######## design 1 ########
design_1/power_grid.png
Pins as bars on the die edge. Tap cells in grey.
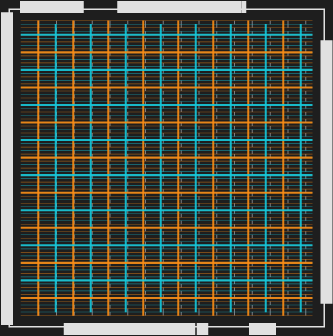

**config.mk**
```make
export PLATFORM = sky130hd
export DESIGN_NAME = hanoivm_core_arbiter
export DESIGN_NICKNAME = d
export VERILOG_FILES = /design/src/rtl/hanoivm_arb_pkg.sv /design/src/rtl/hanoivm_rr_pick.sv /design/src/rtl/hanoivm_core_arbiter.sv
export SDC_FILE = /design/constraint.sdc
export NUM_CORES = 1
export LEC_CHECK = 0
export CORE_AREA = 8 8 235 237
export DETAILED_ROUTE_END_ITERATION = 12
export DIE_AREA = 0 0 243 245
export GPL_ROUTABILITY_DRIVEN = 0
export GPL_TIMING_DRIVEN = 0
export MAX_ROUTING_LAYER = met4
export PLACE_DENSITY = 0.59
export RECOVER_POWER = 25
export SYNTH_ARGS = -nofsm -noshare
export SYNTH_HDL_FRONTEND = slang
export SYNTH_HIERARCHICAL = 1
export SYNTH_SLANG_ARGS = --single-unit
```
**constraint.sdc**
```tcl
create_clock -name clk -period 17.45 [get_ports clk]
set_clock_uncertainty 0.1 [all_clocks]
set_input_delay 3.49 -clock clk [delete_from_list [all_inputs] [get_ports clk]]
set_output_delay 3.49 -clock clk [all_outputs]
set_load 0.01 [all_outputs]
```
**src/rtl/hanoivm_arb_pkg.sv**
```systemverilog
// rtl/hanoivm_arb_pkg.sv - shared types and opcode constants for the hanoivm core arbiter
package hanoivm_arb_pkg;

    localparam int OPW_DEF = 8;
    localparam int DW_DEF  = 81;

    typedef enum logic [1:0] {
        ARB   = 2'd0,
        ISSUE = 2'd1,
        WAIT  = 2'd2,
        RESP  = 2'd3
    } arb_state_t;

    localparam logic [7:0] OP_NOP  = 8'h00;
    localparam logic [7:0] OP_PUSH = 8'h01;
    localparam logic [7:0] OP_POP  = 8'h02;
    localparam logic [7:0] OP_ADD  = 8'h03;

endpackage

```
**src/rtl/hanoivm_rr_pick.sv**
```systemverilog
// rtl/hanoivm_rr_pick.sv - combinational rotate-priority picker
// Scans req starting at ptr and wrapping; reports the first set bit as one-hot and index.
module hanoivm_rr_pick #(
    parameter int  N  = 4,
    localparam int IW = $clog2(N)
) (
    input  logic [N-1:0]  req,
    input  logic [IW-1:0] ptr,
    output logic [N-1:0]  grant,
    output logic [IW-1:0] idx,
    output logic          any
);

    logic [IW:0]   slot_sum;
    logic [IW-1:0] slot;

    always_comb begin
        grant    = '0;
        idx      = '0;
        any      = 1'b0;
        slot_sum = '0;
        slot     = '0;
        for (int k = 0; k < N; k++) begin
            // one extra bit keeps ptr+k exact before the modulo fold
            slot_sum = {1'b0, ptr} + (IW+1)'(k);
            if (slot_sum >= (IW+1)'(N)) begin
                slot_sum = slot_sum - (IW+1)'(N);
            end
            slot = slot_sum[IW-1:0];
            if (!any && req[slot]) begin
                any         = 1'b1;
                grant[slot] = 1'b1;
                idx         = slot;
            end
        end
    end

endmodule

```
**src/rtl/hanoivm_core_arbiter.sv**
```systemverilog
// rtl/hanoivm_core_arbiter.sv - round-robin sequencer sharing one hanoivm_fsm core among requesters
// One transaction in flight: accept, issue, wait for done (or watchdog), respond to owner.
module hanoivm_core_arbiter
    import hanoivm_arb_pkg::*;
#(
    parameter int  N_REQ   = 4,
    parameter int  OPW     = OPW_DEF,
    parameter int  DW      = DW_DEF,
    parameter int  TIMEOUT = 64,
    localparam int IW      = $clog2(N_REQ),
    localparam int CW      = $clog2(TIMEOUT)
) (
    input  logic                 clk,
    input  logic                 rst,
    input  logic [N_REQ-1:0]     req_valid,
    input  logic [N_REQ*OPW-1:0] req_opcode,
    input  logic [N_REQ*DW-1:0]  req_operand,
    output logic [N_REQ-1:0]     req_ready,
    output logic [N_REQ-1:0]     rsp_valid,
    output logic [DW-1:0]        rsp_data,
    output logic                 rsp_error,
    output logic                 core_valid,
    output logic [OPW-1:0]       core_opcode,
    output logic [DW-1:0]        core_operand,
    input  logic                 core_ready,
    input  logic                 core_done,
    input  logic [DW-1:0]        core_result,
    output logic                 busy,
    output logic [IW-1:0]        grant_id
);

    arb_state_t     state_q;
    arb_state_t     state_d;
    logic [IW-1:0]  rr_ptr;
    logic [CW-1:0]  wd_cnt;
    logic [N_REQ-1:0] pick_grant;
    logic [IW-1:0]  pick_idx;
    logic           pick_any;
    logic           accept;
    logic           timeout_hit;
    logic [OPW-1:0] sel_opcode;
    logic [DW-1:0]  sel_operand;
    logic [N_REQ-1:0] owner_onehot;
    logic [IW-1:0]  rr_next;

    hanoivm_rr_pick #(
        .N (N_REQ)
    ) u_pick (
        .req   (req_valid),
        .ptr   (rr_ptr),
        .grant (pick_grant),
        .idx   (pick_idx),
        .any   (pick_any)
    );

    // rst gate keeps req_ready low while the arbiter is held in reset
    assign accept       = (state_q == ARB) && core_ready && pick_any && !rst;
    assign timeout_hit  = (wd_cnt == CW'(TIMEOUT - 1));
    assign owner_onehot = N_REQ'(1) << grant_id;
    assign rr_next      = (grant_id == IW'(N_REQ - 1)) ? '0 : grant_id + IW'(1);
    assign busy         = (state_q != ARB);

    always_comb begin
        sel_opcode  = '0;
        sel_operand = '0;
        for (int i = 0; i < N_REQ; i++) begin
            if (pick_grant[i]) begin
                sel_opcode  = req_opcode[i*OPW +: OPW];
                sel_operand = req_operand[i*DW +: DW];
            end
        end
    end

    always_ff @(posedge clk or posedge rst) begin
        if (rst) begin
            state_q <= ARB;
        end else begin
            state_q <= state_d;
        end
    end

    always_comb begin
        state_d   = state_q;
        req_ready = '0;
        case (state_q)
            ARB: begin
                if (accept) begin
                    req_ready = pick_grant;
                    state_d   = ISSUE;
                end
            end
            ISSUE: state_d = WAIT;
            WAIT: begin
                if (core_done || timeout_hit) begin
                    state_d = RESP;
                end
            end
            RESP:    state_d = ARB;
            default: state_d = ARB;
        endcase
    end

    always_ff @(posedge clk or posedge rst) begin
        if (rst) begin
            rr_ptr       <= '0;
            wd_cnt       <= '0;
            grant_id     <= '0;
            core_valid   <= 1'b0;
            core_opcode  <= '0;
            core_operand <= '0;
            rsp_valid    <= '0;
            rsp_data     <= '0;
            rsp_error    <= 1'b0;
        end else begin
            core_valid <= accept;
            rsp_valid  <= '0;
            case (state_q)
                ARB: begin
                    if (accept) begin
                        core_opcode  <= sel_opcode;
                        core_operand <= sel_operand;
                        grant_id     <= pick_idx;
                    end
                end
                ISSUE: wd_cnt <= '0;
                WAIT: begin
                    wd_cnt <= wd_cnt + CW'(1);
                    // done beats the watchdog when both land in the same cycle
                    if (core_done) begin
                        rsp_data  <= core_result;
                        rsp_error <= 1'b0;
                        rsp_valid <= owner_onehot;
                    end else if (timeout_hit) begin
                        rsp_data  <= '0;
                        rsp_error <= 1'b1;
                        rsp_valid <= owner_onehot;
                    end
                end
                RESP: rr_ptr <= rr_next;
                default: ;
            endcase
        end
    end

endmodule

```
######## design 2 ########
==> src/rtl/clkdiv_pkg.sv <==
// clkdiv_pkg: elaboration-time helpers shared by the clock divider files
package clkdiv_pkg;

   // Rounded divisor CLK_FREQ/OUT_FREQ; 0 flags an unusable request
   function automatic int calc_div(input int clk_freq, input int out_freq);
      return (out_freq > 0) ? (clk_freq + out_freq / 2) / out_freq : 0;
   endfunction

   // Phase counter width, never narrower than one bit
   function automatic int calc_width(input int div);
      return (div > 1) ? $clog2(div) : 1;
   endfunction

   // Number of high cycles of the registered output per period
   function automatic int calc_half(input int div);
      return div / 2;
   endfunction

endpackage

==> src/rtl/clkdiv_counter.sv <==
// clkdiv_counter: phase counter wrapping 0..DIV-1, exposing the next count value
module clkdiv_counter
   import clkdiv_pkg::*;
#(
   parameter int DIV = 4
) (
   input  logic                       clk,
   input  logic                       rst,
   output logic [calc_width(DIV)-1:0] c_next
);

   localparam int W = calc_width(DIV);
   localparam logic [W-1:0] LAST = W'(DIV - 1);

   logic [W-1:0] c;

   assign c_next = (c == LAST) ? '0 : c + W'(1);

   // Advance the phase on every rising edge, cleared by reset
   always_ff @(posedge clk or posedge rst) begin
      if (rst) c <= '0;
      else     c <= c_next;
   end

endmodule

==> src/rtl/clock_divider_ff.sv <==
// clock_divider_ff: divides clk by round(CLK_FREQ/OUT_FREQ); CLKDIV_ODD_DUTY50_EN gives 50% duty on odd divisors
module clock_divider_ff
   import clkdiv_pkg::*;
#(
   parameter int CLK_FREQ = 50_000_000,
   parameter int OUT_FREQ = 48_000
) (
   input  logic clk,
   input  logic rst,
   output logic clk_out,
   output logic tick
);

   localparam int DIV = calc_div(CLK_FREQ, OUT_FREQ);
   localparam int H   = calc_half(DIV);
   localparam int W   = calc_width(DIV);
   localparam logic [W-1:0] RISE = W'(DIV - H);

   generate
      if (CLK_FREQ <= 0 || OUT_FREQ <= 0 || OUT_FREQ > CLK_FREQ || DIV == 0) begin : g_bad
         $fatal(1, "clock_divider_ff: invalid CLK_FREQ=%0d OUT_FREQ=%0d", CLK_FREQ, OUT_FREQ);
         assign clk_out = 1'b0;
         assign tick    = 1'b0;
      end else if (DIV == 1) begin : g_bypass
         // Divide-by-one passes the clock straight through, gated by reset
         assign clk_out = clk & ~rst;
         assign tick    = ~rst;
      end else begin : g_div
         logic [W-1:0] c_next;
         logic         clk_q;
         logic         tick_q;

         clkdiv_counter #(.DIV(DIV)) u_counter (
            .clk    (clk),
            .rst    (rst),
            .c_next (c_next)
         );

         // Output is high for the last H phases; tick marks the rising phase
         always_ff @(posedge clk or posedge rst) begin
            if (rst) begin
               clk_q  <= 1'b0;
               tick_q <= 1'b0;
            end else begin
               clk_q  <= (c_next >= RISE);
               tick_q <= (c_next == RISE);
            end
         end

         assign tick = tick_q;

`ifdef CLKDIV_ODD_DUTY50_EN
         if (DIV % 2 == 1) begin : g_odd
            logic neg_q;

            // Half-cycle delayed copy stretches the high phase by half a clock
            always_ff @(negedge clk or posedge rst) begin
               if (rst) neg_q <= 1'b0;
               else     neg_q <= clk_q;
            end

            assign clk_out = clk_q | neg_q;
         end else begin : g_even
            assign clk_out = clk_q;
         end
`else
         assign clk_out = clk_q;
`endif
      end
   endgenerate

endmodule

==> config.mk <==
export PLATFORM = sky130hd
export DESIGN_NAME = clock_divider_ff
export DESIGN_NICKNAME = d
export VERILOG_FILES = /design/src/rtl/clkdiv_pkg.sv /design/src/rtl/clkdiv_counter.sv /design/src/rtl/clock_divider_ff.sv
export SDC_FILE = /design/constraint.sdc
export NUM_CORES = 1
export LEC_CHECK = 0
export ABC_CLOCK_PERIOD_IN_PS = 2400
export CAP_MARGIN = 20
export CORE_MARGIN = 3
export CORE_UTILIZATION = 40
export DETAILED_ROUTE_END_ITERATION = 7
export PLACE_DENSITY_LB_ADDON = 0.1
export SYNTH_ARGS = -nofsm -noshare
export SYNTH_HDL_FRONTEND = slang
export SYNTH_SLANG_ARGS = --single-unit
==> constraint.sdc <==
create_clock -name clk -period 2.4 [get_ports clk]
set_input_delay 0.24 -clock clk [delete_from_list [all_inputs] [get_ports clk]]
set_output_delay 0.24 -clock clk [all_outputs]
set_load 0.03 [all_outputs]
design_1/placement_by_type.png
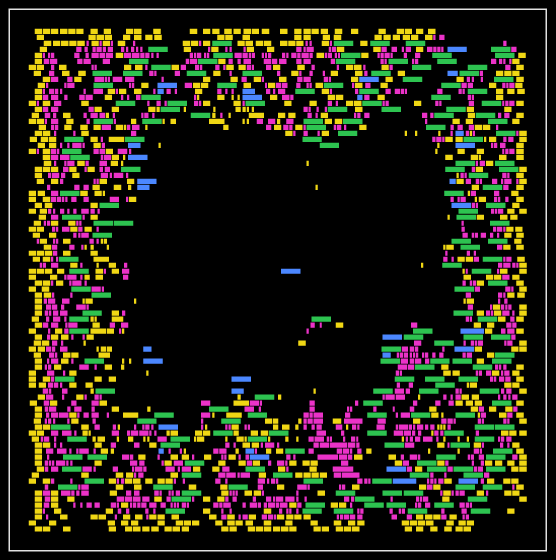
| colour | class | cells | share of their area |
|---|---|---|---|
| blue | clock drivers and dummy loads | 32 | 3.5% |
| yellow | remaining buffers and delay cells | 751 | 38% |
| green | sequential cells | 188 | 26% |
| magenta | combinational and other logic | 978 | 33% |
end-of-flow core utilization: 37.13%
final design area excluding fillers: 19,200 um2
Std-Cell Rows: 84
core box area: 51,710 um2

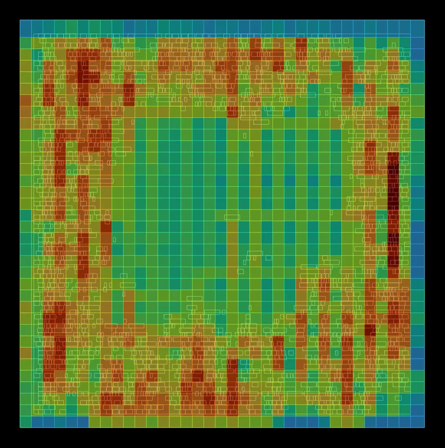
design_1/congestion.png
All-Layer GR Usage: 19.95%
met3 capacity usage during global routing: 5.826%
met1 demand-to-capacity share in global routing: 22.58%
wire length per cell after detailed routing: 22.95 um

Notes on design_1/power_grid.png above:
| colour | net |
|---|---|
| orange | VSS |
| cyan | VDD |
met4 straps: 16
met1 rails: 85
rows: 84
tap cells: 688
Die H: 245 um
Chip Width: 243 um
IR Drop Worst-Case VDD: 0.07546 mV

==> summary.txt, design 1 <==
The flow run is done. The final reports fail on capacitance limit, slew limit. The run finished, with violations left. Among logic cells in the layout, the one with the most instances is sky130_fd_sc_hd__clkdlybuf4s50_1. STA classifies the critical path startpoint as an input port. Max-slew violation total from the final report landed at 191.

Yosys warning count landed at 6. Proportion of netlist area held by the largest area contributor landed at 41.26%. Number of global-route vias before repair landed at 13,500. The report lists the number of cells resized after CTS as 0. Net switching power landed at 1.693 mW.

The area taken by sequential standard cells is reported as 4705 um2. Hold analysis lists the worst path endpoint as wd_cnt[0]$_DFFE_PP0P_. Routed via count divided by cell count landed at 4.844. The clock reaches the later pin of the worst-skew pair after 0.48 ns. For this run, the top clock speed supported by timing is 0.08337 GHz. Counting distinct cell types in the post-synthesis netlist gives 49. The capture point of the worst register-to-register path is recorded as core_operand[34]$_DFFE_PP0P_. Per STA, the highest per-stage delay on the worst path measures 4.60 ns. Detailed-routed wire length on met3 landed at 4459 um.

Post-synthesis compound-gate area fraction landed at 29.51%. Total of buffers placed on input and output ports landed at 627. Count of maximum capacitance violations landed at 2.
## design 1: how the worst max path moves through the flow
stage / end / cells after the start
final: core_operand[50]$_DFFE_PP0P_ / 3
after global routing: core_operand[50]$_DFFE_PP0P_ / 3
after CTS: req_ready[2] / 11
after detailed placement: req_ready[2] / 11
after global placement: core_operand[61]$_DFFE_PP0P_ / 2
after floorplan: req_ready[1] / 8
## design 1: state kept, by name, summed over array words and instances (netlist names)
register,count
core_opcode,8
core_operand,81
core_valid,1
grant_id,2
rr_ptr,2
rsp_data,81
rsp_error,1
rsp_valid,4
state_q,2
wd_cnt,6
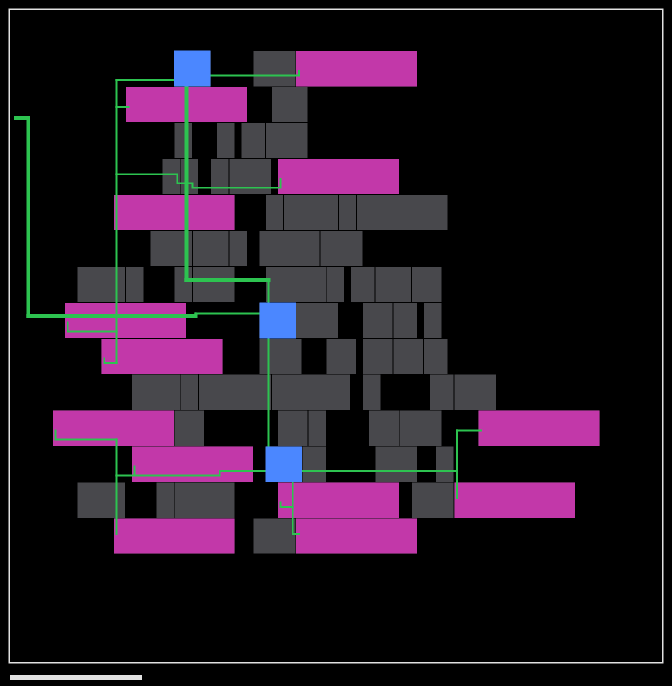
design_2/clk_routes.png
Scale bar: 10 um.
[blue] clock drivers | count: 3
[green] clock wires | length: 179 um
[magenta] flip-flops | count: 13
routed clock nets: 4
power of the clock network: 0.135 mW
insertion delay at the late pin of the worst-skew pair: 0.28 ns

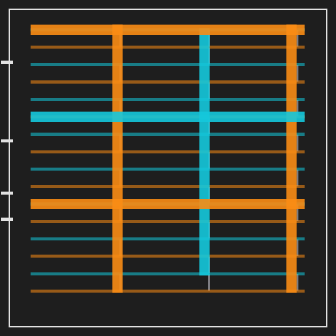
design_2/power_grid.png
Pins as bars on the die edge. Tap cells in grey.
| colour | net |
|---|---|
| cyan | VDD |
| orange | VSS |
met1 rails: 16
signal pins: 4
Die H: 49.32 um
Chip Width: 49.32 um
core box area: 1745 um2

==> summary.txt, design 2 <==
The flow run is done. In this run the count of I/O pins placed on the die edge is 4. The number of global-route vias before repair came to 465. After clock tree synthesis, the setup repair step added 0 buffers. The placed instances occupy a cell area of 762.0 um2. Effective utilization at floorplan landed at 43.01%. Of the cells placed in the final design, the portion with a size suffix greater than 1 is 12.33%.

In the routed layout, each cell is associated on average with a via count of 5.184. Area share of xor/xnor cells in the synthesized design landed at 11.50%. Share of total power in the clock network landed at 37.6%. Setup slack on the worst flop-to-flop path landed at 0.59 ns. Initial antenna violation count landed at 0. Traced cell by cell, the critical path runs through ha_1 -> and3_4 -> and2_4 -> xnor2_2 -> inv_1 -> nor4b_2 -> o22ai_1. The run finished with clean final reports. Total met2 wirelength after detailed routing landed at 535 um.

The kind of cell with the highest combined delay along the critical path is simple AND/OR/NAND/NOR gates. All stages included, the depth of the critical timing path comes to 7. Count of buffers not belonging to the clock network in the layout landed at 3. Met2 usage landed at 16.96%. In the setup report, the worst path falls into the class reg -> reg.

Number of buffers created by CTS landed at 3. The layout report lists the combined flip-flop and latch area as 325.3 um2. The commonest register cell is sky130_fd_sc_hd__dfrtp_1. Number of setup violations in the final report landed at 0. The post-CTS hold buffer count recorded in the log is 0.

Final count of hold timing violations landed at 0. Leakage component of the power landed at 0.3233 nW. Among all cell classes, the greatest summed area belongs to combinational gates. Final-stage net count landed at 78. The required time at the worst endpoint is listed as 2.55 ns. The flow inserted 25 tap cells. Flip-flop and latch count after synthesis landed at 13. Met1 usage landed at 15.30%.

Among all stages on the critical path, the largest delay is contributed by sky130_fd_sc_hd__dfrtp_1. The tool flagged a number of max-cap violations equal to 0. Post-route setup TNS landed at 0 ns. Yosys cell count landed at 71. STA classifies the critical path endpoint as a register. Floorplan row count landed at 15. Post-synthesis to final-layout area growth landed at 5.000%. Number of vias after detailed routing landed at 508. For this run, the detailed router's first-pass iteration total came to 4.

Basic-gate share of the synthesized area counting and, or, nand and nor cells landed at 27.33%.
design 2: power groups by stage:
stage | clock network, mW | logic (mW) | registers [mW]
after floorplan | 0 | 0.00333 | 0.223
after CTS | 0.141 | 0.00605 | 0.219
final | 0.135 | 0.00565 | 0.219
after detailed placement | 0 | 0.00607 | 0.223
after global routing | 0.158 | 0.00671 | 0.219
after global placement | 0 | 0.00634 | 0.223
design 2: flip-flops by register name, indices dropped and copies added (netlist names):
signal,count
clk_out,1
g_div.u_counter.c,11
tick,1

==> layout pictures side by side <==
Signal wires by layer.
image #1
Scale bar: 50 um.
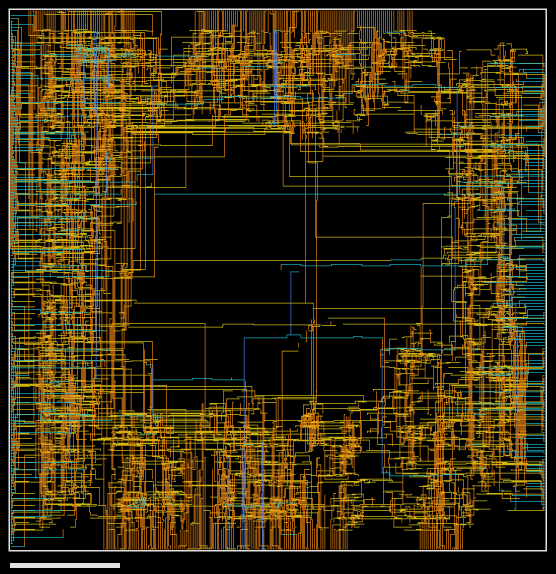
image #2
Scale bar: 10 um.
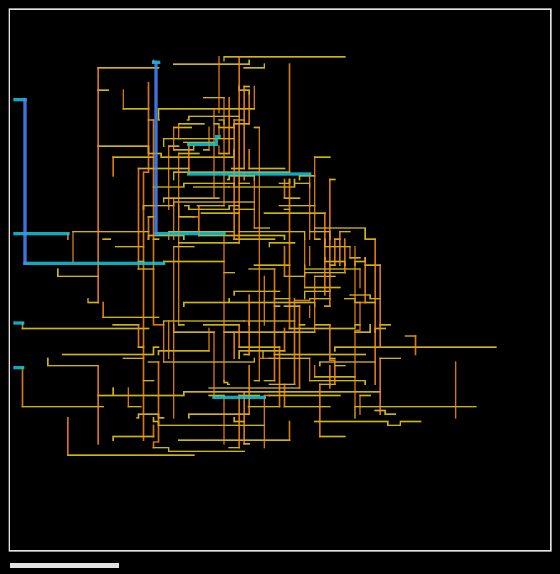
| from | picture |
|---|---|
| design 2 | image #2 |
| design 1 | image #1 |
- most wire: image #1
- largest die: image #1


Power and IR drop assume default switching activity.
